######## seg7_scan ########
### src/rtl/seg7_pkg.sv
// Shared constants for the multiplexed seven-segment scanner: digit count
// and the active-high hex-to-segment table (bit order gfedcba).
package seg7_pkg;

    localparam int NUM_DIGITS = 8;

    localparam logic [6:0] SEG_OFF_AH = 7'h00;

    // Entry 15 first: the concatenation fills the packed array from the top index down.
    localparam logic [15:0][6:0] HEX_SEG_AH = {
        7'h71, 7'h79, 7'h5E, 7'h39, 7'h7C, 7'h77, 7'h6F, 7'h7F,
        7'h07, 7'h7D, 7'h6D, 7'h66, 7'h4F, 7'h5B, 7'h06, 7'h3F
    };

    function automatic logic [6:0] hex_to_seg_ah(input logic [3:0] nibble);
        return HEX_SEG_AH[nibble];
    endfunction

endpackage

### src/rtl/seg7_hex_decode.sv
// Combinational nibble-to-segment decoder with blanking and selectable pin
// polarity; feeds the registered segment outputs of seg7_scan.
module seg7_hex_decode
    import seg7_pkg::*;
#(
    parameter bit ACTIVE_LOW = 1'b1
) (
    input  logic [3:0] nibble,
    input  logic       blank,
    output logic [6:0] seg
);

    logic [6:0] seg_ah_s;

    // Select the lit pattern, then apply the board's pin polarity.
    always_comb begin
        seg_ah_s = SEG_OFF_AH;
        if (blank) begin
            seg_ah_s = SEG_OFF_AH;
        end else begin
            seg_ah_s = hex_to_seg_ah(nibble);
        end
        if (ACTIVE_LOW) begin
            seg = ~seg_ah_s;
        end else begin
            seg = seg_ah_s;
        end
    end

endmodule

### src/rtl/seg7_scan.sv
// Eight-digit multiplexed seven-segment driver: prescaled digit scan, a
// per-frame snapshot of the CPU word, optional leading-zero blanking.
module seg7_scan
    import seg7_pkg::*;
#(
    parameter int DIV_WIDTH  = 17,
    parameter bit ACTIVE_LOW = 1'b1
) (
    input  logic        clk,
    input  logic        rst,
    input  logic [31:0] value_in,
    input  logic        blank_lz,
    input  logic        hold,
    output logic [7:0]  an,
    output logic [6:0]  seg,
    output logic        dp,
    output logic        frame_done
);

    localparam logic [7:0] AN_OFF  = ACTIVE_LOW ? 8'hFF : 8'h00;
    localparam logic [6:0] SEG_OFF = ACTIVE_LOW ? 7'h7F : 7'h00;
    localparam logic       DP_OFF  = ACTIVE_LOW ? 1'b1 : 1'b0;
    localparam logic [DIV_WIDTH-1:0] PRESC_ONE = {{(DIV_WIDTH-1){1'b0}}, 1'b1};

    logic [DIV_WIDTH-1:0] prescaler_r;
    logic [2:0]           digit_idx_r;
    logic [31:0]          snapshot_r;
    logic                 frame_done_r;
    logic [7:0]           an_r;
    logic [6:0]           seg_r;
    logic                 dp_r;

    logic                 tick_s;
    logic                 frame_end_s;
    logic [3:0]           nibble_s;
    logic [31:0]          upper_s;
    logic                 blank_s;
    logic [7:0]           onehot_s;
    logic [7:0]           an_next_s;
    logic [6:0]           seg_next_s;

    // Slot timing and the blanking test for the digit currently being scanned.
    always_comb begin
        tick_s      = &prescaler_r;
        frame_end_s = tick_s && (digit_idx_r == 3'(NUM_DIGITS - 1));
        nibble_s    = snapshot_r[{digit_idx_r, 2'b00} +: 4];
        upper_s     = snapshot_r >> {digit_idx_r, 2'b00};
        onehot_s    = 8'h01 << digit_idx_r;
        blank_s     = 1'b0;
        if (blank_lz && (digit_idx_r != 3'd0) && (upper_s == 32'h0000_0000)) begin
            blank_s = 1'b1;
        end else begin
            blank_s = 1'b0;
        end
        an_next_s = 8'h00;
        if (blank_s) begin
            an_next_s = AN_OFF;
        end else if (ACTIVE_LOW) begin
            an_next_s = ~onehot_s;
        end else begin
            an_next_s = onehot_s;
        end
    end

    seg7_hex_decode #(
        .ACTIVE_LOW (ACTIVE_LOW)
    ) u_decode (
        .nibble (nibble_s),
        .blank  (blank_s),
        .seg    (seg_next_s)
    );

    // Free-running prescaler and digit counter.
    always_ff @(posedge clk) begin
        if (rst) begin
            prescaler_r <= '0;
            digit_idx_r <= 3'd0;
        end else begin
            prescaler_r <= prescaler_r + PRESC_ONE;
            if (tick_s) begin
                digit_idx_r <= digit_idx_r + 3'd1;
            end else begin
                digit_idx_r <= digit_idx_r;
            end
        end
    end

    // Frame-boundary snapshot keeps a frame from mixing two CPU values.
    always_ff @(posedge clk) begin
        if (rst) begin
            snapshot_r   <= 32'h0000_0000;
            frame_done_r <= 1'b0;
        end else begin
            frame_done_r <= frame_end_s;
            if (frame_end_s && !hold) begin
                snapshot_r <= value_in;
            end else begin
                snapshot_r <= snapshot_r;
            end
        end
    end

    // Registered pin drivers, one cycle behind the scan state.
    always_ff @(posedge clk) begin
        if (rst) begin
            an_r  <= AN_OFF;
            seg_r <= SEG_OFF;
            dp_r  <= DP_OFF;
        end else begin
            an_r  <= an_next_s;
            seg_r <= seg_next_s;
            dp_r  <= DP_OFF;
        end
    end

    assign an         = an_r;
    assign seg        = seg_r;
    assign dp         = dp_r;
    assign frame_done = frame_done_r;

endmodule

### config.mk
export PLATFORM = sky130hd
export DESIGN_NAME = seg7_scan
export DESIGN_NICKNAME = d
export VERILOG_FILES = /design/src/rtl/seg7_pkg.sv /design/src/rtl/seg7_hex_decode.sv /design/src/rtl/seg7_scan.sv
export SDC_FILE = /design/constraint.sdc
export NUM_CORES = 1
export LEC_CHECK = 0
export ABC_AREA = 1
export CORE_UTILIZATION = 55
export DETAILED_ROUTE_END_ITERATION = 7
export PLACE_DENSITY = 0.84
export RECOVER_POWER = 25
export SLEW_MARGIN = 20
export SYNTH_ARGS = -nofsm -noshare
export SYNTH_HDL_FRONTEND = slang
export SYNTH_SLANG_ARGS = --single-unit
### constraint.sdc
create_clock -name clk -period 6.9 [get_ports clk]
set_clock_uncertainty 0.2 [all_clocks]
set_input_delay 1.38 -clock clk [delete_from_list [all_inputs] [get_ports clk]]
set_output_delay 1.38 -clock clk [all_outputs]
set_load 0.005 [all_outputs]
######## fetch_unit ########
File: src/rtl/fetch_unit.sv
// Instruction fetch stage: program counter, ROM req/ack fetch, valid/ready issue to execute.
// Optional one-entry prefetch buffer is built when FETCH_PREFETCH_EN is defined.
module fetch_unit #(
    parameter int ADDR_W = 4
) (
    input  logic              clk,
    input  logic              n_reset,
    output logic              rom_req,
    output logic [ADDR_W-1:0] rom_addr,
    input  logic              rom_ack,
    input  logic [7:0]        rom_data,
    output logic [3:0]        op_out,
    output logic [3:0]        im_out,
    output logic [ADDR_W-1:0] pc_out,
    output logic              instr_valid,
    input  logic              instr_ready,
    input  logic              jmp_en,
    input  logic [ADDR_W-1:0] jmp_addr,
    input  logic              halt_in,
    output logic              halted
);

    typedef enum logic [1:0] {
        IDLE  = 2'd0,
        REQ   = 2'd1,
        ISSUE = 2'd2,
        HALT  = 2'd3
    } state_t;

    state_t            state_q;
    logic [ADDR_W-1:0] pc_q;
    logic [ADDR_W-1:0] rom_addr_q;
    logic [ADDR_W-1:0] pc_out_q;
    logic              rom_req_q;
    logic              valid_q;
    logic              halted_q;
    logic [3:0]        op_q;
    logic [3:0]        im_q;

    logic [ADDR_W-1:0] pc_inc_d;
    logic [ADDR_W-1:0] redirect_pc_d;
    logic              accept_d;
    logic              ack_d;

`ifdef FETCH_PREFETCH_EN
    logic              buf_valid_q;
    logic [ADDR_W-1:0] buf_pc_q;
    logic [7:0]        buf_data_q;
    logic              drop_q;
    logic              pending_d;
`endif

    // Handshake qualifiers and next program counter candidates.
    always_comb begin
        pc_inc_d      = pc_q + ADDR_W'(1);
        redirect_pc_d = jmp_en ? jmp_addr : pc_q;
        accept_d      = valid_q & instr_ready;
        ack_d         = rom_req_q & rom_ack;
`ifdef FETCH_PREFETCH_EN
        pending_d     = rom_req_q & ~rom_ack;
`endif
    end

    // Fetch FSM; every output is a register updated here.
    always_ff @(posedge clk) begin
        if (!n_reset) begin
            state_q     <= IDLE;
            pc_q        <= {ADDR_W{1'b0}};
            rom_addr_q  <= {ADDR_W{1'b0}};
            pc_out_q    <= {ADDR_W{1'b0}};
            rom_req_q   <= 1'b0;
            valid_q     <= 1'b0;
            halted_q    <= 1'b0;
            op_q        <= 4'd0;
            im_q        <= 4'd0;
`ifdef FETCH_PREFETCH_EN
            buf_valid_q <= 1'b0;
            buf_pc_q    <= {ADDR_W{1'b0}};
            buf_data_q  <= 8'd0;
            drop_q      <= 1'b0;
`endif
        end else begin
            case (state_q)
                IDLE: begin
                    rom_req_q  <= 1'b1;
                    rom_addr_q <= pc_q;
                    state_q    <= REQ;
                end

                REQ: begin
                    if (ack_d) begin
`ifdef FETCH_PREFETCH_EN
                        // A word fetched before a redirect is discarded; refetch at the target.
                        if (drop_q) begin
                            drop_q     <= 1'b0;
                            rom_addr_q <= pc_q;
                        end else begin
                            op_q       <= rom_data[7:4];
                            im_q       <= rom_data[3:0];
                            pc_out_q   <= pc_q;
                            pc_q       <= pc_inc_d;
                            valid_q    <= 1'b1;
                            rom_addr_q <= pc_inc_d;
                            state_q    <= ISSUE;
                        end
`else
                        op_q      <= rom_data[7:4];
                        im_q      <= rom_data[3:0];
                        pc_out_q  <= pc_q;
                        pc_q      <= pc_inc_d;
                        valid_q   <= 1'b1;
                        rom_req_q <= 1'b0;
                        state_q   <= ISSUE;
`endif
                    end
                end

                ISSUE: begin
`ifdef FETCH_PREFETCH_EN
                    if (accept_d && (halt_in || jmp_en)) begin
                        valid_q     <= 1'b0;
                        buf_valid_q <= 1'b0;
                        drop_q      <= pending_d;
                        if (halt_in) begin
                            halted_q  <= 1'b1;
                            rom_req_q <= pending_d;
                            state_q   <= HALT;
                        end else begin
                            pc_q    <= jmp_addr;
                            state_q <= REQ;
                            if (!pending_d) begin
                                rom_req_q  <= 1'b1;
                                rom_addr_q <= jmp_addr;
                            end
                        end
                    end else if (accept_d && buf_valid_q) begin
                        op_q        <= buf_data_q[7:4];
                        im_q        <= buf_data_q[3:0];
                        pc_out_q    <= buf_pc_q;
                        buf_valid_q <= 1'b0;
                        rom_req_q   <= 1'b1;
                        rom_addr_q  <= pc_q;
                    end else if (accept_d && ack_d) begin
                        op_q       <= rom_data[7:4];
                        im_q       <= rom_data[3:0];
                        pc_out_q   <= pc_q;
                        pc_q       <= pc_inc_d;
                        rom_addr_q <= pc_inc_d;
                    end else if (accept_d) begin
                        // Prefetch still in flight: wait for it in REQ.
                        valid_q <= 1'b0;
                        state_q <= REQ;
                    end else if (ack_d) begin
                        buf_valid_q <= 1'b1;
                        buf_pc_q    <= pc_q;
                        buf_data_q  <= rom_data;
                        pc_q        <= pc_inc_d;
                        rom_req_q   <= 1'b0;
                    end
`else
                    if (accept_d) begin
                        valid_q <= 1'b0;
                        // Halt wins over a simultaneous jump.
                        if (halt_in) begin
                            halted_q <= 1'b1;
                            state_q  <= HALT;
                        end else begin
                            pc_q       <= redirect_pc_d;
                            rom_addr_q <= redirect_pc_d;
                            rom_req_q  <= 1'b1;
                            state_q    <= REQ;
                        end
                    end
`endif
                end

                HALT: begin
                    state_q <= HALT;
`ifdef FETCH_PREFETCH_EN
                    if (ack_d) begin
                        rom_req_q <= 1'b0;
                        drop_q    <= 1'b0;
                    end
`endif
                end

                default: begin
                    state_q   <= IDLE;
                    rom_req_q <= 1'b0;
                    valid_q   <= 1'b0;
                end
            endcase
        end
    end

    assign rom_req     = rom_req_q;
    assign rom_addr    = rom_addr_q;
    assign op_out      = op_q;
    assign im_out      = im_q;
    assign pc_out      = pc_out_q;
    assign instr_valid = valid_q;
    assign halted      = halted_q;

endmodule

File: config.mk
export PLATFORM = sky130hd
export DESIGN_NAME = fetch_unit
export DESIGN_NICKNAME = d
export VERILOG_FILES = /design/src/rtl/fetch_unit.sv
export SDC_FILE = /design/constraint.sdc
export NUM_CORES = 1
export LEC_CHECK = 0
export CAP_MARGIN = 10
export CORE_MARGIN = 2
export CORE_UTILIZATION = 26
export CTS_CLUSTER_DIAMETER = 150
export DETAILED_ROUTE_END_ITERATION = 7
export SLEW_MARGIN = 10
export SYNTH_ARGS = -nofsm -noshare
export SYNTH_HDL_FRONTEND = slang
export SYNTH_SLANG_ARGS = --single-unit
File: constraint.sdc
create_clock -name clk -period 4.1 [get_ports clk]
set_clock_uncertainty 0.05 [all_clocks]
set_input_delay 0.615 -clock clk [delete_from_list [all_inputs] [get_ports clk]]
set_output_delay 0.615 -clock clk [all_outputs]
set_load 0.1 [all_outputs]
######## c_arb_split2 ########
==> src/rtl/c_arb_pkg.sv <==
// Shared types for the clocked 2-way split: destination tag encoding,
// FSM states and the select-to-tag mapping.
package c_arb_pkg;

  typedef enum logic [1:0] {
    DROP  = 2'b00,
    DEST0 = 2'b01,
    DEST1 = 2'b10
  } tag_t;

  typedef enum logic {
    IDLE = 1'b0,
    WAIT = 1'b1
  } state_t;

  // 00 and 11 are not one-hot, so they travel through the FIFO as DROP.
  function automatic tag_t sel_to_tag(input logic [1:0] sel);
    case (sel)
      2'b01:   sel_to_tag = DEST0;
      2'b10:   sel_to_tag = DEST1;
      default: sel_to_tag = DROP;
    endcase
  endfunction

endpackage

==> src/rtl/c_arb_split2_fifo.sv <==
// Tag+data FIFO for the split. When empty, the head view shows the item being
// pushed this cycle so the FSM can act on it without a cycle of delay.
module c_arb_split2_fifo
  import c_arb_pkg::*;
#(
  parameter int DW    = 32,
  parameter int DEPTH = 2
) (
  input  logic                     clk,
  input  logic                     rst,
  input  logic                     push,
  input  logic [1:0]               pushTag,
  input  logic [DW-1:0]            pushData,
  input  logic                     pop,
  output logic                     full,
  output logic                     empty,
  output logic [$clog2(DEPTH):0]   count,
  output logic                     headValid,
  output logic [1:0]               headTag,
  output logic [DW-1:0]            headData
);

  localparam int AW = $clog2(DEPTH);
  localparam logic [AW:0] FullCnt = (AW+1)'(DEPTH);

  logic [1:0]    tagMem  [DEPTH];
  logic [DW-1:0] dataMem [DEPTH];
  logic [AW-1:0] wrPtr, rdPtr;
  logic          pushOk, passThru, inc, dec;

  assign full      = (count == FullCnt);
  assign empty     = (count == '0);
  // full is judged on the current count, so a push at DEPTH is refused even if a pop happens too
  assign pushOk    = push && !full;
  assign passThru  = pop && empty && pushOk;
  assign inc       = pushOk && !passThru;
  assign dec       = pop && !empty;

  assign headValid = !empty || pushOk;
  assign headTag   = empty ? pushTag  : tagMem[rdPtr];
  assign headData  = empty ? pushData : dataMem[rdPtr];

  always_ff @(posedge clk) begin
    if (inc) begin
      tagMem[wrPtr]  <= pushTag;
      dataMem[wrPtr] <= pushData;
    end
  end

  always_ff @(posedge clk or posedge rst) begin
    if (rst) begin
      wrPtr <= '0;
      rdPtr <= '0;
      count <= '0;
    end else begin
      if (inc) wrPtr <= wrPtr + 1'b1;
      if (dec) rdPtr <= rdPtr + 1'b1;
      case ({inc, dec})
        2'b10:   count <= count + 1'b1;
        2'b01:   count <= count - 1'b1;
        default: count <= count;
      endcase
    end
  end

endmodule

==> src/rtl/c_arb_split2.sv <==
// Clocked 2-way split: buffers tagged upstream drives and forwards each one to
// a single downstream channel over the drive/free handshake.
module c_arb_split2
  import c_arb_pkg::*;
#(
  parameter int DW    = 32,
  parameter int DEPTH = 2
) (
  input  logic          clk,
  input  logic          rst,
  input  logic          i_drive,
  input  logic [1:0]    i_sel_2,
  input  logic [DW-1:0] i_data,
  output logic          o_free,
  output logic          o_full,
  output logic          o_driveNext0,
  output logic          o_driveNext1,
  output logic [DW-1:0] o_data,
  input  logic          i_freeNext0,
  input  logic          i_freeNext1,
  output logic [1:0]    o_validation_2,
  output logic          o_selErr,
  output logic          o_protoErr,
  output logic          o_ovfErr
);

  // state | meaning
  // IDLE  | nothing outstanding downstream; launch or drop the head item
  // WAIT  | head driven to the channel in o_validation_2, awaiting its free

  localparam int CW = $clog2(DEPTH) + 1;

  state_t        state, stateNext;
  tag_t          inTag;
  logic          fifoFull, fifoEmpty, headValid, popReq;
  logic [CW-1:0] fifoCount;
  logic [1:0]    headTag;
  logic [DW-1:0] headData;
  logic          driveNext0Nx, driveNext1Nx, freeNx, protoErrNx;
  logic [1:0]    validationNx;
  logic [DW-1:0] dataNx;
  logic          freeMatch, freeOther;

  assign inTag  = sel_to_tag(i_sel_2);
  assign o_full = (fifoCount == CW'(DEPTH));

  // o_validation_2 doubles as the record of which channel is pending
  assign freeMatch = (o_validation_2[0] & i_freeNext0) | (o_validation_2[1] & i_freeNext1);
  assign freeOther = (o_validation_2[0] & i_freeNext1) | (o_validation_2[1] & i_freeNext0);

  c_arb_split2_fifo #(.DW(DW), .DEPTH(DEPTH)) uFifo (
    .clk      (clk),
    .rst      (rst),
    .push     (i_drive),
    .pushTag  (inTag),
    .pushData (i_data),
    .pop      (popReq),
    .full     (fifoFull),
    .empty    (fifoEmpty),
    .count    (fifoCount),
    .headValid(headValid),
    .headTag  (headTag),
    .headData (headData)
  );

  always_comb begin
    stateNext    = state;
    popReq       = 1'b0;
    driveNext0Nx = 1'b0;
    driveNext1Nx = 1'b0;
    freeNx       = 1'b0;
    validationNx = o_validation_2;
    dataNx       = o_data;
    protoErrNx   = o_protoErr;
    case (state)
      IDLE: begin
        if (i_freeNext0 || i_freeNext1) protoErrNx = 1'b1;
        if (headValid) begin
          case (tag_t'(headTag))
            DEST0: begin
              driveNext0Nx = 1'b1;
              validationNx = 2'b01;
              dataNx       = headData;
              stateNext    = WAIT;
            end
            DEST1: begin
              driveNext1Nx = 1'b1;
              validationNx = 2'b10;
              dataNx       = headData;
              stateNext    = WAIT;
            end
            default: begin
              popReq = 1'b1;
              freeNx = 1'b1;
            end
          endcase
        end
      end
      WAIT: begin
        if (freeMatch && !fifoEmpty) begin
          popReq       = 1'b1;
          freeNx       = 1'b1;
          validationNx = 2'b00;
          stateNext    = IDLE;
        end
        if (freeOther) protoErrNx = 1'b1;
      end
    endcase
  end

  always_ff @(posedge clk or posedge rst) begin
    if (rst) begin
      state          <= IDLE;
      o_driveNext0   <= 1'b0;
      o_driveNext1   <= 1'b0;
      o_free         <= 1'b0;
      o_validation_2 <= 2'b00;
      o_data         <= '0;
      o_selErr       <= 1'b0;
      o_protoErr     <= 1'b0;
      o_ovfErr       <= 1'b0;
    end else begin
      state          <= stateNext;
      o_driveNext0   <= driveNext0Nx;
      o_driveNext1   <= driveNext1Nx;
      o_free         <= freeNx;
      o_validation_2 <= validationNx;
      o_data         <= dataNx;
      o_protoErr     <= protoErrNx;
      if (i_drive && fifoFull)      o_ovfErr <= 1'b1;
      if (i_drive && inTag == DROP) o_selErr <= 1'b1;
    end
  end

endmodule
==> config.mk <==
export PLATFORM = sky130hd
export DESIGN_NAME = c_arb_split2
export DESIGN_NICKNAME = d
export VERILOG_FILES = /design/src/rtl/c_arb_pkg.sv /design/src/rtl/c_arb_split2_fifo.sv /design/src/rtl/c_arb_split2.sv
export SDC_FILE = /design/constraint.sdc
export NUM_CORES = 1
export LEC_CHECK = 0
export ABC_AREA = 0
export CAP_MARGIN = 15
export CORE_AREA = 4 4 138 140
export DETAILED_ROUTE_END_ITERATION = 6
export DIE_AREA = 0 0 142 144
export GPL_ROUTABILITY_DRIVEN = 0
export PLACE_DENSITY = 0.5
export SETUP_SLACK_MARGIN = 0.05
export SYNTH_ARGS = -nofsm -noshare
export SYNTH_HDL_FRONTEND = slang
export SYNTH_SLANG_ARGS = --single-unit
==> constraint.sdc <==
create_clock -name clk -period 3.5 [get_ports clk]
set_input_delay 0.7 -clock clk [delete_from_list [all_inputs] [get_ports clk]]
set_output_delay 0.7 -clock clk [all_outputs]
set_load 0.1 [all_outputs]
Fig. 1: c_arb_split2, signal wires by layer
Drawn at 2 px/um. Only two layers are drawn.
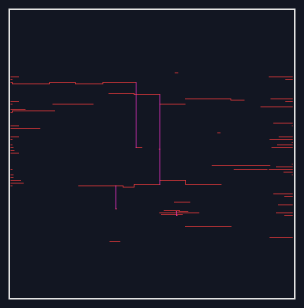
color	layer	wire length
magenta	metal 4	91.1 um
red	metal 3	604 um

==> flow_metrics.env, c_arb_split2 <==
# physical design summary
export IMPL_ff2ff_path_depth=8
export IMPL_mux_area_frac=0.0776
export IMPL_flop_area_um2=3170
export IMPL_vdd_drop_max_v=0.000317
export IMPL_common_cells="68 x edfxtp_1, 45 x dfrtp_1, 34 x mux2i_1"
export IMPL_status="complete, no violations"
export IMPL_cts_hold_buf=0
export IMPL_aoi_share=0.117
export IMPL_min_to="o_selErr$_DFFE_PP0P_"
export IMPL_yosys_area_top_type="edfxtp_1"
export IMPL_ys_sh_simple=0.0248
export IMPL_finClkSkew_ns=0.00628
export IMPL_n_fill_cell=1715
export IMPL_power_density_nw_per_um2=643
export IMPL_cts_path_max_buffers=2
export IMPL_slew_viol_final=0
export IMPL_min_path_cells=1
export IMPL_tritoncts="yes"
export IMPL_h_tree_depth=4
export IMPL_fmax_ghz=0.358
export IMPL_swShare=0.247
export IMPL_relSlewSlack=0.273
export IMPL_clock_sink_count=113
export IMPL_powerComb_uw=493
export IMPL_fin_area_um2=6040
export IMPL_warnings=29
export IMPL_powerClk_uw=1670
export IMPL_yosysWarnings=0
export IMPL_syn_area_per_cell_um2=15.8
export IMPL_insertion_delay_ns=0.41
export IMPL_ys_flops=113
export IMPL_placed_area_um2=5460
export IMPL_crit_family="AND-OR/OR-AND gates"
export IMPL_power_internal_uw=2930
export IMPL_drt_pass1_iter_count=4
export IMPL_postRouteWirelength_mm=10.6
export IMPL_arrival_ns=3.07
export IMPL_dp_hpwl_mm=6.60
export IMPL_mostFrequentLayoutCells="75 x clkdlybuf4s50_1, 68 x edfxtp_1, 44 x dfrtp_1"
export IMPL_dominant_cells="flip-flops and latches"
export IMPL_maxPowerGroup="registers"
export IMPL_reg2reg_to="o_data[12]$_DFFE_PP0P_"
export IMPL_crit_buf_inv=3
export IMPL_logic_area_um2=1090
export IMPL_final_nets=416
export IMPL_ctsResizeCount=0
export IMPL_nWellTaps=229
export IMPL_post_cts_buffers=0
export IMPL_synth_seq_share=0.722
export IMPL_fin_cells=614
export IMPL_startpoint="i_sel_2[0]"
c_arb_split2: metrics by stage:
step	setup TNS [ns]	power (uW)	utilization	setup WS, ns
after floorplan	-10.40	2020	-	-0.153
after global placement	0	2230	0.306	0.379
after detailed placement	0	2250	0.306	0.255
after CTS	0	3950	0.338	0.689
after global routing	0	4070	0.338	0.511
final	0	3880	0.338	0.706
c_arb_split2: registers in the layout, indices dropped and copies added, names as in the netlist, 2 cells and up:
name	flops
uFifo.dataMem	64
o_validation_2	2
o_data	32
uFifo.count	2
uFifo.tagMem	4
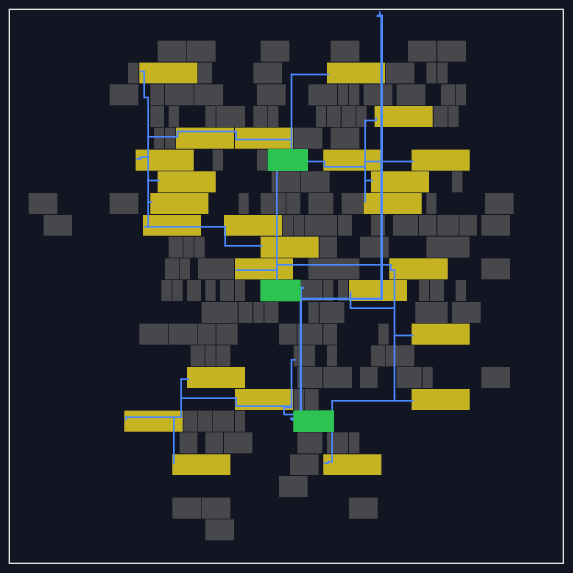
Fig. 2. Clock distribution (fetch_unit).
Drawn at 8 px/um.
[green] clock drivers | count: 3
[blue] clock wires | length: 308 um
[yellow] flip-flops | count: 25
routed clock nets	4
clk latency of the worst-skew pair: 0.27 ns
clock group share of total power: 0.298
clock-net power: 149 uW

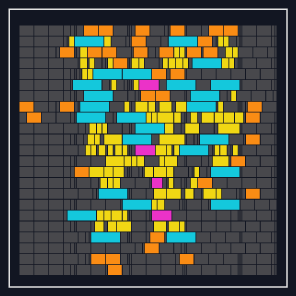
Fig. 3. Placed cells, one color a class (fetch_unit).
Drawn at 4 px/um. Fill, decap, tap and diode cells in gray.
color	class	cells	share of their area
magenta	clock drivers and dummy loads	4	3.3%
orange	remaining buffers and delay cells	36	24%
yellow	combinational and other logic	98	38%
cyan	sequential cells	25	34%
Seq area share: 0.326
cell area after layout: 1540 um2
row count: 23
Core ar.: 4030 um2
utilization after layout: 0.381

==> flow_metrics.env, fetch_unit <==
# physical design summary
export IMPL_root_buffer="clkbuf_8"
export IMPL_dp_hpwl_mm=2.04
export IMPL_grtUsageTotal=0.121
export IMPL_postRouteWirelength_mm=2.79
export IMPL_warnings=26
export IMPL_ff_count=25
export IMPL_grt_pass1_wl_mm=4.71
export IMPL_maxCapViolCount=0
export IMPL_worst_pin_slew_ns=0.985
export IMPL_edf_count=0
export IMPL_die_width_um=69.1
export IMPL_hp_start="op_out[2]$_SDFFE_PN0P_"
export IMPL_reg2reg_to="pc_q[1]$_SDFFE_PN0P_"
export IMPL_startpoint="instr_valid$_SDFFE_PN0P_"
export IMPL_flop_area_um2=500
export IMPL_grt_start_max_net_pins=24
export IMPL_initialDrtViolationCount=22
export IMPL_critPathMaxFanout=6
export IMPL_clk_share=0.0318
export IMPL_chipArea_um2=4770
export IMPL_n_fill_cell=413
export IMPL_aoi_share=0.230
export IMPL_drc=0
export IMPL_setup_slack_ns=1.57
export IMPL_yosys_area_top_type="dfxtp_1"
export IMPL_gp_congestion=0.856
export IMPL_ff2ff_path_depth=4
export IMPL_logic_area_um2=553
export IMPL_yosysMostFrequentCell="nand2_1"
export IMPL_vias_per_cell=4.89
export IMPL_top_area_frac=0.455
export IMPL_r2r_start="state_q[0]$_SDFFE_PN0P_"
export IMPL_vdd_drop_max_v=0.000119
export IMPL_crit_end="instr_valid"
export IMPL_crit_path_start_kind="flip-flop"
export IMPL_dominant_cells="multi-input combinational cells"
export IMPL_min_to="op_out[2]$_SDFFE_PN0P_"
export IMPL_slew_viol_final=0
export IMPL_vias=1042
export IMPL_critPathSlowestCell="clkdlybuf4s50_1"
export IMPL_clock_sink_count=25
export IMPL_syn_inst=129
export IMPL_status="complete, no violations"
export IMPL_buffer_area_frac=0.235
export IMPL_num_io_pins=37
export IMPL_fin_cells=213
export IMPL_ys_sh_simple=0.234
export IMPL_fin_setup_tns_ns=0
-- fetch_unit: metal layers --
| metal | share of wire | global-route usage | vias up |
|---|---|---|---|
| met2 | 0.51 | 0.205 | 24 |
| met1 | 0.42 | 0.145 | 491 |
| met4 | 0.018 | 0.0654 | 0 |
| met3 | 0.045 | 0.0219 | 4 |
| met5 | 0 | 0 | - |
| li1 | - | - | 523 |
-- fetch_unit: power breakdown --
part	leakage [uW]	internal, uW	switching, uW
registers	0.000203	250	6.87
logic	0.000310	33.7	62.5
clock network	0.0000217	68.9	80.5
total	0.000535	352	150
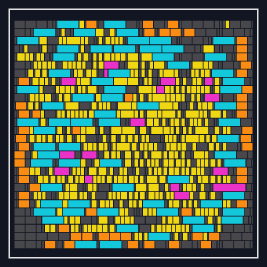
Fig. 4. Placed cells, one color a class (seg7_scan).
Drawn at 3 px/um. Fill, decap, tap and diode cells in gray.
color	class	cells	share of their area
yellow	combinational and other logic	418	49%
orange	remaining buffers and delay cells	54	13%
magenta	clock drivers and dummy loads	16	4.9%
cyan	sequential cells	68	33%

==> flow_metrics.env, seg7_scan <==
# physical design summary
export IMPL_drc=0
export IMPL_crit_path_start_kind="flip-flop"
export IMPL_relSlewSlack=0.317
export IMPL_drt_pass1_iter_count=5
export IMPL_dominant_cells="multi-input combinational cells"
export IMPL_grt_pass1_wl_mm=13.4
export IMPL_mostFrequentLayoutCells="112 x nand2_1, 83 x nor2_1, 68 x dfxtp_1"
export IMPL_ff2ff_path_depth=16
export IMPL_powerComb_uw=36.8
export IMPL_power_clock_fraction=0.432
export IMPL_dp_slack_ns=2.79
export IMPL_critPathMaxFanout=45
export IMPL_min_path_cells=1
export IMPL_worst_pin_slew_ns=1.02
export IMPL_ff_count=68
export IMPL_startpoint="prescaler_r[0]$_SDFF_PP0_"
export IMPL_hold_viol_final=0
export IMPL_core_um2=6060
export IMPL_utilization=0.697
export IMPL_common_cells="112 x nand2_1, 83 x nor2_1, 68 x dfxtp_1"
export IMPL_n_fill_cell=538
export IMPL_ys_sh_simple=0.344
export IMPL_num_multi_input_gates=372
export IMPL_cts_path_max_buffers=2
export IMPL_status="complete, no violations"
export IMPL_swShare=0.219
export IMPL_reg2reg_to="snapshot_r[3]$_SDFFE_PP0P_"
export IMPL_maxPowerGroup="registers"
export IMPL_cpPeakStageDelay_ns=0.82
export IMPL_hp_start="prescaler_r[0]$_SDFF_PP0_"
export IMPL_cp_depth=16
seg7_scan: stage by stage:
step                      hold slack (ns)  total power [uW]  cells
final                               0.247               764    631
after floorplan                     0.218               418    513
after CTS                           0.254               768    631
after global routing                0.280               789    631
after detailed placement            0.236               444    615
after global placement              0.230               443    615
seg7_scan: metal layers:
layer	vias to the layer above	GRT usage	routed length [um]
met3	15	0.0659	407
met4	0	0.0719	95
met5	-	0	0
li1	1717	-	-
met1	1482	0.314	3680
met2	103	0.455	3710

==> gallery <==
Supply network.
picture 1
Drawn at 6 px/um. Pins as bars on the die edge.
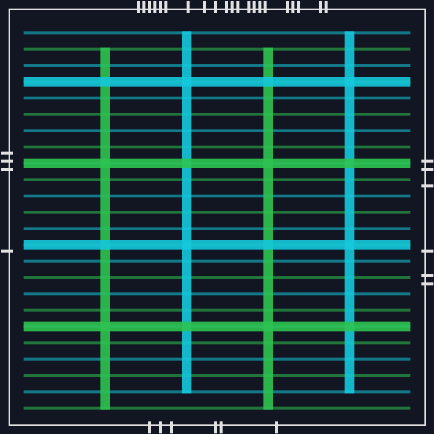
picture 2
Drawn at 4 px/um. Pins as bars on the die edge.
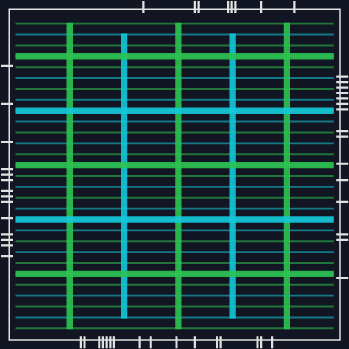
picture 3
Drawn at 2 px/um. Pins as bars on the die edge.
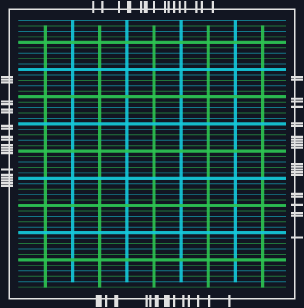
| picture | from |
|---|---|
| picture 2 | seg7_scan |
| picture 1 | fetch_unit |
| picture 3 | c_arb_split2 |
The one with the fewest pins is picture 1.
The one with the largest die is picture 3.

Key to picture 2:
color	net
cyan	VDD
green	VSS
met4 straps	5
rows	28
signal pins	53


######## muldiv_unit ########
Fig. 5: muldiv_unit, placed cells, one color a class
Drawn at 1 px/um. Fill, decap, tap and diode cells in gray.
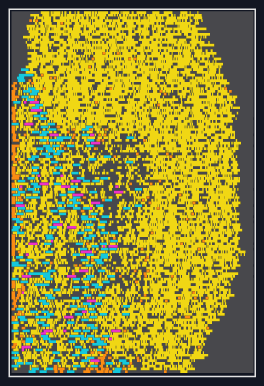

`config.mk`:
```
export PLATFORM = sky130hd
export DESIGN_NAME = muldiv_unit
export DESIGN_NICKNAME = d
export VERILOG_FILES = /design/src/rtl/muldiv_unit.sv
export SDC_FILE = /design/constraint.sdc
export NUM_CORES = 2
export LEC_CHECK = 0
export CAP_MARGIN = 5
export CORE_ASPECT_RATIO = 1.5
export CORE_MARGIN = 1
export CORE_UTILIZATION = 60
export DETAILED_ROUTE_END_ITERATION = 8
export PLACE_DENSITY = 0.77
export SLEW_MARGIN = 10
export SYNTH_ARGS = -nofsm -noshare
export SYNTH_HDL_FRONTEND = slang
export SYNTH_SLANG_ARGS = --single-unit
```
`constraint.sdc`:
```
create_clock -name clk_i -period 9.7 [get_ports clk_i]
set_input_delay 1.94 -clock clk_i [delete_from_list [all_inputs] [get_ports clk_i]]
set_output_delay 1.94 -clock clk_i [all_outputs]
set_load 0.05 [all_outputs]
```
`src/rtl/muldiv_unit.sv`:
```
// RV32M multiply/divide execute unit: a fixed-latency multiplier and a radix-2
// restoring divider behind one valid/ready request port, with flush support.
module muldiv_unit #(
    parameter int XLEN          = 32,
    parameter int MUL_STAGES    = 2,
    parameter int DIV_EARLY_OUT = 1
) (
    input  logic            clk_i,
    input  logic            rst_i,
    input  logic            valid_i,
    output logic            ready_o,
    input  logic [2:0]      funct3_i,
    input  logic [XLEN-1:0] op_a_i,
    input  logic [XLEN-1:0] op_b_i,
    input  logic [4:0]      rd_addr_i,
    input  logic            flush_i,
    output logic            valid_o,
    output logic [XLEN-1:0] result_o,
    output logic [4:0]      rd_addr_o,
    output logic            busy_o
);

    // Handshake: a request is taken at a rising edge where valid_i & ready_o & !flush_i;
    // ready_o is high only in IDLE and valid_o is a one-cycle strobe with no back-pressure.

    localparam int CNT_MAX = (XLEN > MUL_STAGES) ? XLEN : MUL_STAGES;
    localparam int CNT_W   = $clog2(CNT_MAX + 1);
    localparam logic [XLEN-1:0] INT_MIN = {1'b1, {(XLEN-1){1'b0}}};

    typedef enum logic [1:0] {
        S_IDLE = 2'd0,
        S_MUL  = 2'd1,
        S_DIV  = 2'd2
    } state_e;

    state_e state_q, state_d;

    logic            accept;
    logic [1:0]      f3_q, f3_d;
    logic [XLEN-1:0] op_a_q, op_a_d;
    logic [XLEN-1:0] op_b_q, op_b_d;
    logic [4:0]      rd_q, rd_d;
    logic [CNT_W-1:0] cnt_q, cnt_d;
    logic [XLEN-1:0] rem_q, rem_d;
    logic [XLEN-1:0] quo_q, quo_d;
    logic [XLEN-1:0] den_q, den_d;
    logic            quo_neg_q, quo_neg_d;
    logic            rem_neg_q, rem_neg_d;
    logic            special_q, special_d;
    logic [XLEN-1:0] spec_res_q, spec_res_d;
    logic [XLEN-1:0] result_q, result_d;
    logic            valid_q, valid_d;

    // Request-side decode of the divide operands
    logic            in_signed, in_a_neg, in_b_neg, in_div0, in_ovf;
    logic [XLEN-1:0] in_a_mag, in_b_mag, in_spec;

    always_comb begin
        in_signed = ~funct3_i[0];
        in_a_neg  = in_signed & op_a_i[XLEN-1];
        in_b_neg  = in_signed & op_b_i[XLEN-1];
        in_a_mag  = in_a_neg ? -op_a_i : op_a_i;
        in_b_mag  = in_b_neg ? -op_b_i : op_b_i;
        in_div0   = (op_b_i == '0);
        in_ovf    = in_signed & (op_a_i == INT_MIN) & (op_b_i == '1);
        if (funct3_i[1]) begin
            in_spec = in_div0 ? op_a_i : '0;
        end else begin
            in_spec = in_div0 ? '1 : op_a_i;
        end
    end

    assign accept = valid_i & ready_o & ~flush_i;

    // Multiplier: both operands widened to 2*XLEN so one unsigned product covers every variant
    logic            mul_a_sgn, mul_b_sgn;
    logic [2*XLEN-1:0] mul_a, mul_b, prod;
    logic [XLEN-1:0] mul_res;

    assign mul_a_sgn = (f3_q == 2'b01) | (f3_q == 2'b10);
    assign mul_b_sgn = (f3_q == 2'b01);
    assign mul_a     = {{XLEN{mul_a_sgn & op_a_q[XLEN-1]}}, op_a_q};
    assign mul_b     = {{XLEN{mul_b_sgn & op_b_q[XLEN-1]}}, op_b_q};
    assign prod      = mul_a * mul_b;
    assign mul_res   = (f3_q == 2'b00) ? prod[XLEN-1:0] : prod[2*XLEN-1:XLEN];

    // Divider step: dividend shifts out of quo_q into the partial remainder
    logic [XLEN:0]   div_shift;
    logic            div_ge;
    logic [XLEN-1:0] div_sub, quo_fix, rem_fix, div_res;

    assign div_shift = {rem_q, quo_q[XLEN-1]};
    assign div_ge    = (div_shift >= {1'b0, den_q});
    assign div_sub   = div_shift[XLEN-1:0] - den_q;
    assign quo_fix   = quo_neg_q ? -quo_q : quo_q;
    assign rem_fix   = rem_neg_q ? -rem_q : rem_q;
    assign div_res   = special_q ? spec_res_q : (f3_q[1] ? rem_fix : quo_fix);

    // FSM: state register
    always_ff @(posedge clk_i) begin
        if (rst_i) begin
            state_q <= S_IDLE;
        end else begin
            state_q <= state_d;
        end
    end

    // FSM: next state
    always_comb begin
        state_d = state_q;
        case (state_q)
            S_IDLE: begin
                if (accept) begin
                    state_d = funct3_i[2] ? S_DIV : S_MUL;
                end
            end
            S_MUL, S_DIV: begin
                if (flush_i || (cnt_q == '0)) begin
                    state_d = S_IDLE;
                end
            end
            default: state_d = S_IDLE;
        endcase
    end

    // FSM: outputs
    always_comb begin
        ready_o = (state_q == S_IDLE);
        busy_o  = (state_q != S_IDLE);
    end

    assign valid_o   = valid_q;
    assign result_o  = result_q;
    assign rd_addr_o = rd_q;

    // Datapath next-state
    always_comb begin
        f3_d       = f3_q;
        op_a_d     = op_a_q;
        op_b_d     = op_b_q;
        rd_d       = rd_q;
        cnt_d      = cnt_q;
        rem_d      = rem_q;
        quo_d      = quo_q;
        den_d      = den_q;
        quo_neg_d  = quo_neg_q;
        rem_neg_d  = rem_neg_q;
        special_d  = special_q;
        spec_res_d = spec_res_q;
        result_d   = result_q;
        valid_d    = 1'b0;
        case (state_q)
            S_IDLE: begin
                if (accept) begin
                    f3_d       = funct3_i[1:0];
                    op_a_d     = op_a_i;
                    op_b_d     = op_b_i;
                    rd_d       = rd_addr_i;
                    rem_d      = '0;
                    quo_d      = in_a_mag;
                    den_d      = in_b_mag;
                    quo_neg_d  = in_a_neg ^ in_b_neg;
                    rem_neg_d  = in_a_neg;
                    special_d  = in_div0 | in_ovf;
                    spec_res_d = in_spec;
                    if (!funct3_i[2]) begin
                        cnt_d = CNT_W'(MUL_STAGES - 1);
                    end else if ((in_div0 | in_ovf) && (DIV_EARLY_OUT != 0)) begin
                        cnt_d = '0;
                    end else begin
                        cnt_d = CNT_W'(XLEN);
                    end
                end
            end
            S_MUL: begin
                if (!flush_i) begin
                    if (cnt_q == '0) begin
                        result_d = mul_res;
                        valid_d  = 1'b1;
                    end else begin
                        cnt_d = cnt_q - CNT_W'(1);
                    end
                end
            end
            S_DIV: begin
                if (!flush_i) begin
                    if (cnt_q == '0) begin
                        result_d = div_res;
                        valid_d  = 1'b1;
                    end else begin
                        cnt_d = cnt_q - CNT_W'(1);
                        quo_d = {quo_q[XLEN-2:0], div_ge};
                        rem_d = div_ge ? div_sub : div_shift[XLEN-1:0];
                    end
                end
            end
            default: ;
        endcase
    end

    always_ff @(posedge clk_i) begin
        if (rst_i) begin
            f3_q       <= '0;
            op_a_q     <= '0;
            op_b_q     <= '0;
            rd_q       <= '0;
            cnt_q      <= '0;
            rem_q      <= '0;
            quo_q      <= '0;
            den_q      <= '0;
            quo_neg_q  <= 1'b0;
            rem_neg_q  <= 1'b0;
            special_q  <= 1'b0;
            spec_res_q <= '0;
            result_q   <= '0;
            valid_q    <= 1'b0;
        end else begin
            f3_q       <= f3_d;
            op_a_q     <= op_a_d;
            op_b_q     <= op_b_d;
            rd_q       <= rd_d;
            cnt_q      <= cnt_d;
            rem_q      <= rem_d;
            quo_q      <= quo_d;
            den_q      <= den_d;
            quo_neg_q  <= quo_neg_d;
            rem_neg_q  <= rem_neg_d;
            special_q  <= special_d;
            spec_res_q <= spec_res_d;
            result_q   <= result_d;
            valid_q    <= valid_d;
        end
    end

endmodule

```
######## irq_prio_ctrl ########
$ cat config.mk
export PLATFORM = sky130hd
export DESIGN_NAME = irq_prio_ctrl
export DESIGN_NICKNAME = d
export VERILOG_FILES = /design/src/rtl/irq_prio_ctrl.sv
export SDC_FILE = /design/constraint.sdc
export NUM_CORES = 1
export LEC_CHECK = 0
export CELL_PAD_IN_SITES_DETAIL_PLACEMENT = 1
export CELL_PAD_IN_SITES_GLOBAL_PLACEMENT = 2
export CORE_UTILIZATION = 35
export DETAILED_ROUTE_END_ITERATION = 8
export MAX_ROUTING_LAYER = met4
export PLACE_DENSITY_LB_ADDON = 0.1
export SLEW_MARGIN = 25
export SYNTH_ARGS = -nofsm -noshare
export SYNTH_HDL_FRONTEND = slang
export SYNTH_SLANG_ARGS = --single-unit
$ cat constraint.sdc
create_clock -name clk_i -period 61.6 [get_ports clk_i]
set_input_delay 6.16 -clock clk_i [delete_from_list [all_inputs] [get_ports clk_i]]
set_output_delay 6.16 -clock clk_i [all_outputs]
set_load 0.01 [all_outputs]
$ cat src/rtl/irq_prio_ctrl.sv
// Interrupt controller: synchronised level/edge sources, priority arbitration with a
// threshold, and claim/complete tracking of in-service sources behind a register bus.
module irq_prio_ctrl #(
  parameter int unsigned NUM_IRQ = 32,
  parameter int unsigned PRIO_W  = 3
) (
  input  logic               clk_i,
  input  logic               rst_ni,
  input  logic               req_i,
  input  logic               we_i,
  input  logic [7:0]         addr_i,
  input  logic [31:0]        wdata_i,
  output logic [31:0]        rdata_o,
  output logic               rvalid_o,
  input  logic [NUM_IRQ-1:0] irq_i,
  output logic               irq_o
);
  localparam int unsigned ID_W = $clog2(NUM_IRQ + 1);
  localparam logic [5:0] W_MODE  = 6'h00;
  localparam logic [5:0] W_EN    = 6'h01;
  localparam logic [5:0] W_PEND  = 6'h02;
  localparam logic [5:0] W_INSV  = 6'h03;
  localparam logic [5:0] W_THR   = 6'h04;
  localparam logic [5:0] W_CLAIM = 6'h05;
  localparam logic [5:0] W_GEN   = 6'h06;
  localparam logic [5:0] W_RAW   = 6'h07;
  localparam logic [ID_W-1:0]    ID_NONE = ID_W'(NUM_IRQ);
  localparam logic [NUM_IRQ-1:0] ONE     = NUM_IRQ'(1'b1);

  logic [NUM_IRQ-1:0] mode_r, enable_r, pending_r, inserv_r;
  logic [NUM_IRQ-1:0] sync1_r, sync2_r, prev_r;
  logic [PRIO_W-1:0]  thresh_r;
  logic               gen_r;
  logic [PRIO_W-1:0]  prio_r [NUM_IRQ];
  logic               irq_r, rvalid_r;
  logic [31:0]        rdata_r;

  logic [5:0]         word_s;
  logic [4:0]         prio_idx_s;
  logic               wr_s, rd_s, claim_s, complete_s, prio_sel_s, cmp_ok_s;
  logic [7:0]         cmp_id_s;
  logic [NUM_IRQ-1:0] prio_nz_s, elig_s, edge_s, mode_chg_s, sw_set_s;
  logic [NUM_IRQ-1:0] claim_mask_s, cmp_mask_s, pending_nxt_s, inserv_nxt_s;
  logic [PRIO_W-1:0]  best_prio_s;
  logic [ID_W-1:0]    best_id_s;
  logic               best_valid_s, irq_nxt_s;
  logic [31:0]        rdata_s;
  logic               unused_s;

  assign unused_s   = ^addr_i[1:0];
  assign word_s     = addr_i[7:2];
  assign prio_idx_s = addr_i[6:2];
  assign prio_sel_s = addr_i[7] && (32'(prio_idx_s) < NUM_IRQ);
  assign wr_s       = req_i & we_i;
  assign rd_s       = req_i & ~we_i;
  assign claim_s    = rd_s && (word_s == W_CLAIM);
  assign complete_s = wr_s && (word_s == W_CLAIM);
  assign cmp_id_s   = wdata_i[7:0];
  assign cmp_ok_s   = complete_s && (32'(cmp_id_s) < NUM_IRQ);

  // Flags sources whose priority is non-zero.
  always_comb begin
    prio_nz_s = '0;
    for (int i = 0; i < NUM_IRQ; i++) begin
      prio_nz_s[i] = (prio_r[i] != '0);
    end
  end

  assign elig_s = pending_r & enable_r & ~inserv_r & prio_nz_s;

  // Arbitration: strict greater-than keeps the lowest index on equal priority.
  always_comb begin
    logic take;
    take        = 1'b0;
    best_prio_s = '0;
    best_id_s   = ID_NONE;
    for (int i = 0; i < NUM_IRQ; i++) begin
      take        = elig_s[i] && (prio_r[i] > best_prio_s);
      best_prio_s = take ? prio_r[i] : best_prio_s;
      best_id_s   = take ? ID_W'(i) : best_id_s;
    end
  end

  assign best_valid_s = (best_prio_s != '0);
  assign irq_nxt_s    = gen_r & best_valid_s & (best_prio_s > thresh_r);

  // A new edge or a software set wins over the clear caused by a same-cycle claim.
  assign claim_mask_s  = (claim_s && best_valid_s) ? (ONE << best_id_s) : '0;
  assign cmp_mask_s    = cmp_ok_s ? (ONE << cmp_id_s) : '0;
  assign mode_chg_s    = (wr_s && (word_s == W_MODE)) ? (mode_r ^ wdata_i[NUM_IRQ-1:0]) : '0;
  assign sw_set_s      = (wr_s && (word_s == W_PEND)) ? wdata_i[NUM_IRQ-1:0] : '0;
  assign edge_s        = sync2_r & ~prev_r;
  assign pending_nxt_s = ~mode_chg_s &
                         ((mode_r & (edge_s | sw_set_s | (pending_r & ~claim_mask_s))) |
                          (~mode_r & sync2_r));
  assign inserv_nxt_s  = (inserv_r | claim_mask_s) & ~cmp_mask_s;

  // Read data multiplexer; a CLAIM read returns the current winner.
  always_comb begin
    rdata_s = 32'd0;
    case (word_s)
      W_MODE:  rdata_s = 32'(mode_r);
      W_EN:    rdata_s = 32'(enable_r);
      W_PEND:  rdata_s = 32'(pending_r);
      W_INSV:  rdata_s = 32'(inserv_r);
      W_THR:   rdata_s = 32'(thresh_r);
      W_CLAIM: rdata_s = 32'(best_id_s);
      W_GEN:   rdata_s = {31'd0, gen_r};
      W_RAW:   rdata_s = 32'(sync2_r);
      default: rdata_s = prio_sel_s ? 32'(prio_r[prio_idx_s]) : 32'd0;
    endcase
  end

  // Synchronisers, interrupt tracking state, bus registers and registered outputs.
  always_ff @(posedge clk_i or negedge rst_ni) begin
    if (!rst_ni) begin
      mode_r    <= '0;
      enable_r  <= '0;
      pending_r <= '0;
      inserv_r  <= '0;
      sync1_r   <= '0;
      sync2_r   <= '0;
      prev_r    <= '0;
      thresh_r  <= '0;
      gen_r     <= 1'b0;
      irq_r     <= 1'b0;
      rvalid_r  <= 1'b0;
      rdata_r   <= 32'd0;
      for (int i = 0; i < NUM_IRQ; i++) begin
        prio_r[i] <= '0;
      end
    end else begin
      sync1_r   <= irq_i;
      sync2_r   <= sync1_r;
      prev_r    <= sync2_r;
      pending_r <= pending_nxt_s;
      inserv_r  <= inserv_nxt_s;
      irq_r     <= irq_nxt_s;
      rvalid_r  <= req_i;
      rdata_r   <= rd_s ? rdata_s : 32'd0;
      if (wr_s) begin
        case (word_s)
          W_MODE:  mode_r   <= wdata_i[NUM_IRQ-1:0];
          W_EN:    enable_r <= wdata_i[NUM_IRQ-1:0];
          W_THR:   thresh_r <= wdata_i[PRIO_W-1:0];
          W_GEN:   gen_r    <= wdata_i[0];
          default: begin
            if (prio_sel_s) begin
              prio_r[prio_idx_s] <= wdata_i[PRIO_W-1:0];
            end
          end
        endcase
      end
    end
  end

  assign rdata_o  = rdata_r;
  assign rvalid_o = rvalid_r;
  assign irq_o    = irq_r;

endmodule


==> gallery <==
Supply network.
Plate I
Drawn at 1.5 px/um. Pins as bars on the die edge.
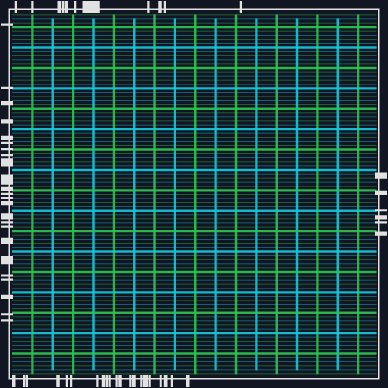
Plate II
Drawn at 1 px/um. Pins as bars on the die edge.
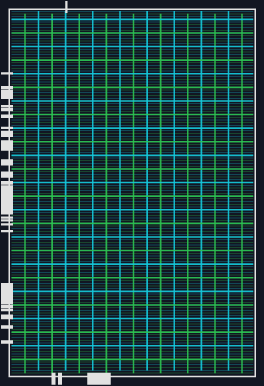
| from | picture |
|---|---|
| muldiv_unit | Plate II |
| irq_prio_ctrl | Plate I |

Key to Plate I:
color	net
cyan	VDD
green	VSS
met5 straps	17
rows	88
met4 straps	17
signal pins	110

Fig. 6: irq_prio_ctrl, placed cells, one color a class
Drawn at 1 px/um. Fill, decap, tap and diode cells in gray.
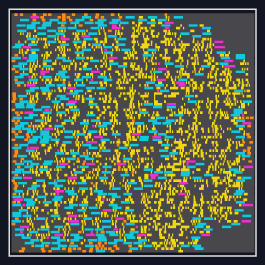
color	class	cells	share of their area
yellow	combinational and other logic	1829	49%
magenta	clock drivers and dummy loads	78	6.5%
orange	remaining buffers and delay cells	135	5.5%
cyan	sequential cells	358	39%
Seq area share: 0.371
Core ar.: 58100 um2
utilization after layout: 0.416

==> flow_metrics.env, irq_prio_ctrl <==
# physical design summary
export IMPL_inverters_excl_clock=84
export IMPL_ys_area_um2=20700
export IMPL_p_sw_uw=256
export IMPL_mostFrequentLayoutCell="dfrtp_1"
export IMPL_mux_area_frac=0.104
export IMPL_num_io_pins=110
export IMPL_relSlewSlack=0.256
export IMPL_aoi_share=0.208
export IMPL_rows=88
export IMPL_cts_path_max_buffers=3
export IMPL_power_internal_uw=489
export IMPL_hold_path_class="flip-flop to flip-flop"
export IMPL_status="complete, no violations"
export IMPL_reg2reg_to="pending_r[9]$_DFF_PN0_"
export IMPL_fin_area_um2=24200
export IMPL_area_leaders="dfrtp_1 43%, nand2_1 6.3%, mux2_2 5.9%"
export IMPL_min_to="sync2_r[8]$_DFF_PN0_"
export IMPL_tritoncts="yes"
export IMPL_yosys_area_top_type="dfrtp_1"
export IMPL_buffer_area_frac=0.0529
export IMPL_use_met3=0.0377
export IMPL_warnings=30
export IMPL_syn_nets=2390
export IMPL_gp_congestion=0.933
export IMPL_rsz0062_at_grt="false"
export IMPL_crit_family="AND-OR/OR-AND gates"
export IMPL_path_clk_slew_ns=0.06
export IMPL_n_clock_buffer=57
export IMPL_pwr_share_seq=0.363
export IMPL_mostFrequentLayoutCells="358 x dfrtp_1, 349 x nand2_1, 242 x nor2_1"
export IMPL_top_area_frac=0.432
export IMPL_holdWs_ns=0.336
export IMPL_grtUsageTotal=0.273
export IMPL_area_share_combinational=0.461
export IMPL_gr_usage_met1=0.373
export IMPL_grt_pass1_vias=19000
export IMPL_crit_end="pending_r[9]$_DFF_PN0_"
export IMPL_vdd_drop_max_v=0.0000219
export IMPL_grt_start_max_net_pins=102
export IMPL_post_cts_buffers=0
export IMPL_period_used=0.826
export IMPL_wl_per_cell_um=25.1
export IMPL_dr_max_layer_used="met4"
export IMPL_top_register="prio_r"
export IMPL_dp_slack_ns=11.45
export IMPL_postRouteWirelength_mm=79.5
export IMPL_r2r_start="inserv_r[0]$_DFF_PN0_"
export IMPL_clock_sink_count=358
## irq_prio_ctrl: worst reg2reg max path, delay by kind of cell (launching register included)
family	cells	cell delay [ns]
compound gates	91	21.88
simple gates	82	15.84
fa+ha+maj	36	10.39
mux	5	1.55
buf+inv	6	0.52
flops	1	0.45
## irq_prio_ctrl: power by group through the flow
stage	Sequential [uW]	Combinational [uW]	Clock, uW
after floorplan	265	133	0
after global placement	273	192	0
after detailed placement	274	197	0
after CTS	270	198	283
after global routing	273	219	289
final	270	199	275
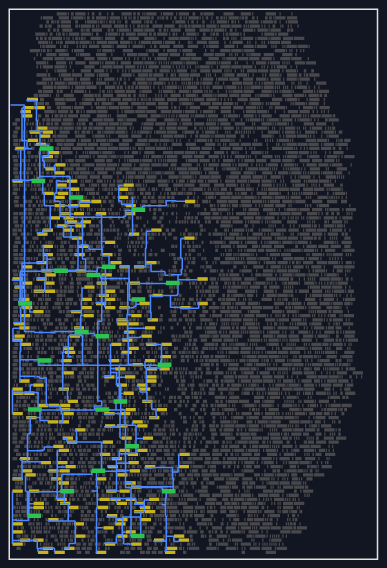
Fig. 7. Clock distribution (muldiv_unit).
Drawn at 1.5 px/um.
[green] clock drivers | count: 23
[yellow] flip-flops | count: 242
[blue] clock wires | length: 3620 um
routed clock nets	24
clock group share of total power: 0.261
clock-net power: 994 uW
Clock Skews: 0.0375 ns

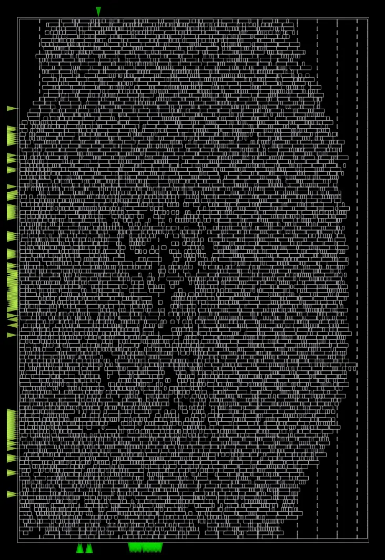
Fig. 8. Cell placement (muldiv_unit).
tap cells: 1147
Flop Count: 242
Core ar.: 87500 um2
row count: 133
Finished Layout Cells: 7361

About Fig. 5:
color	class	cells	share of their area
cyan	sequential cells	242	8.9%
yellow	combinational and other logic	5696	86%
magenta	clock drivers and dummy loads	42	1.5%
orange	remaining buffers and delay cells	231	3.7%

==> flow_metrics.env, muldiv_unit <==
# physical design summary
export IMPL_postRouteWirelength_mm=153
export IMPL_cp_depth=28
export IMPL_area_leaders="fa_1 43%, dfxtp_1 9.2%, inv_1 8.9%"
export IMPL_crit_buf_inv=6
export IMPL_gp_congestion=1.02
export IMPL_vdd_drop_max_v=0.000153
export IMPL_syn_area_per_cell_um2=8.36
export IMPL_gr_usage_met1=0.400
export IMPL_yosysWarnings=0
export IMPL_min_to="op_b_q[13]$_SDFFE_PP0P_"
export IMPL_swShare=0.435
export IMPL_reg2reg_to="result_o[28]$_SDFFE_PP0P_"
export IMPL_top_area_frac=0.426
export IMPL_grtUsageTotal=0.355
export IMPL_die_width_um=244
export IMPL_dp_hpwl_mm=128
export IMPL_power_internal_uw=2150
export IMPL_clk_share=0.0143
export IMPL_num_io_pins=116
export IMPL_powerComb_uw=1640
export IMPL_ys_types=76
export IMPL_ant_nets=0
export IMPL_syn_area_um2=52900
export IMPL_mostFrequentLayoutCells="1256 x inv_1, 1165 x nand2_1, 1126 x fa_1"
export IMPL_num_multi_input_gates=4439
export IMPL_fmax_ghz=0.108
export IMPL_dpl_cell_count=7316
export IMPL_clock_sink_count=242
export IMPL_mostFrequentLayoutCell="inv_1"
export IMPL_rsz0062_at_grt="false"
export IMPL_buffer_area_frac=0.0363
export IMPL_period_used=0.959
export IMPL_slew_viol_final=0
export IMPL_critPathMaxFanout=6
export IMPL_yosys_area_top_type="fa_1"
export IMPL_power_density_nw_per_um2=68.4
export IMPL_hold_viol_final=0
export IMPL_status="complete, no violations"
export IMPL_synth_seq_share=0.0916
export IMPL_cpPeakStageDelay_ns=0.71
export IMPL_path_clk_slew_ns=0.07
export IMPL_grt_start_max_net_pins=99
export IMPL_setup_viol=0
export IMPL_path_common_cell="fa_1"
muldiv_unit: layer usage:
layer  up-vias  routed length, um
met5         -                 51
met4         8              11700
met3       604               9980
li1      19000                  -
met2      1897              78400
met1     21800              53300
muldiv_unit: cells by family after synthesis:
kind of cell / after synthesis / synth area share
multiplexers: 15 / 0.00284
XOR/XNOR: 211 / 0.0349
AND/OR/NAND/NOR: 1949 / 0.163
AND-OR/OR-AND: 882 / 0.104
flip-flops: 242 / 0.0916
adder cells (fa/ha/maj): 1382 / 0.487
buffers and inverters: 1646 / 0.117


==> screenshots <==
Clock distribution.
panel A
Drawn at 4 px/um.
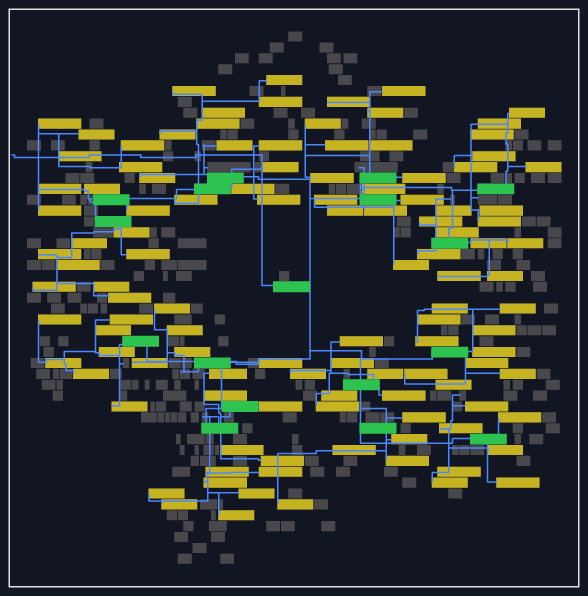
panel B
Drawn at 6 px/um.
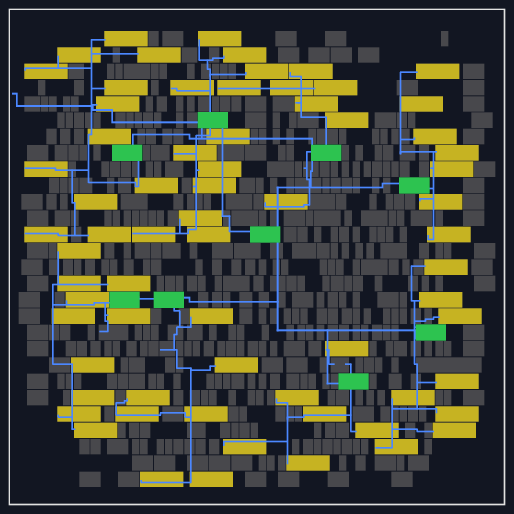
panel C
Drawn at 2 px/um.
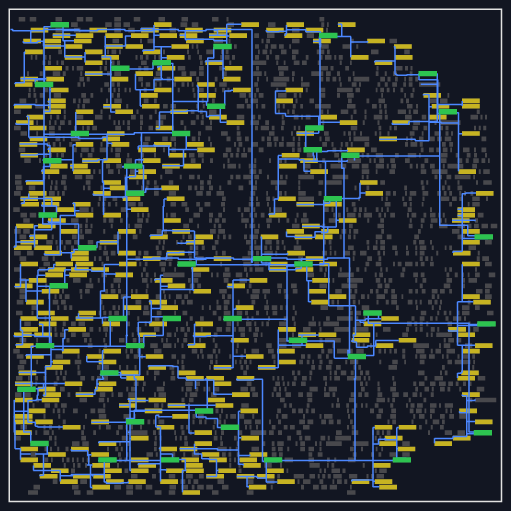
The one with the fewest sequential cells is panel B.
panel A -> c_arb_split2
panel C -> irq_prio_ctrl
panel B -> seg7_scan

Key to panel A:
[yellow] flip-flops | count: 113
[blue] clock wires | length: 1520 um
[green] clock drivers | count: 17
routed clock nets	18

No activity file was given, so power comes from the tool's default toggle rates.
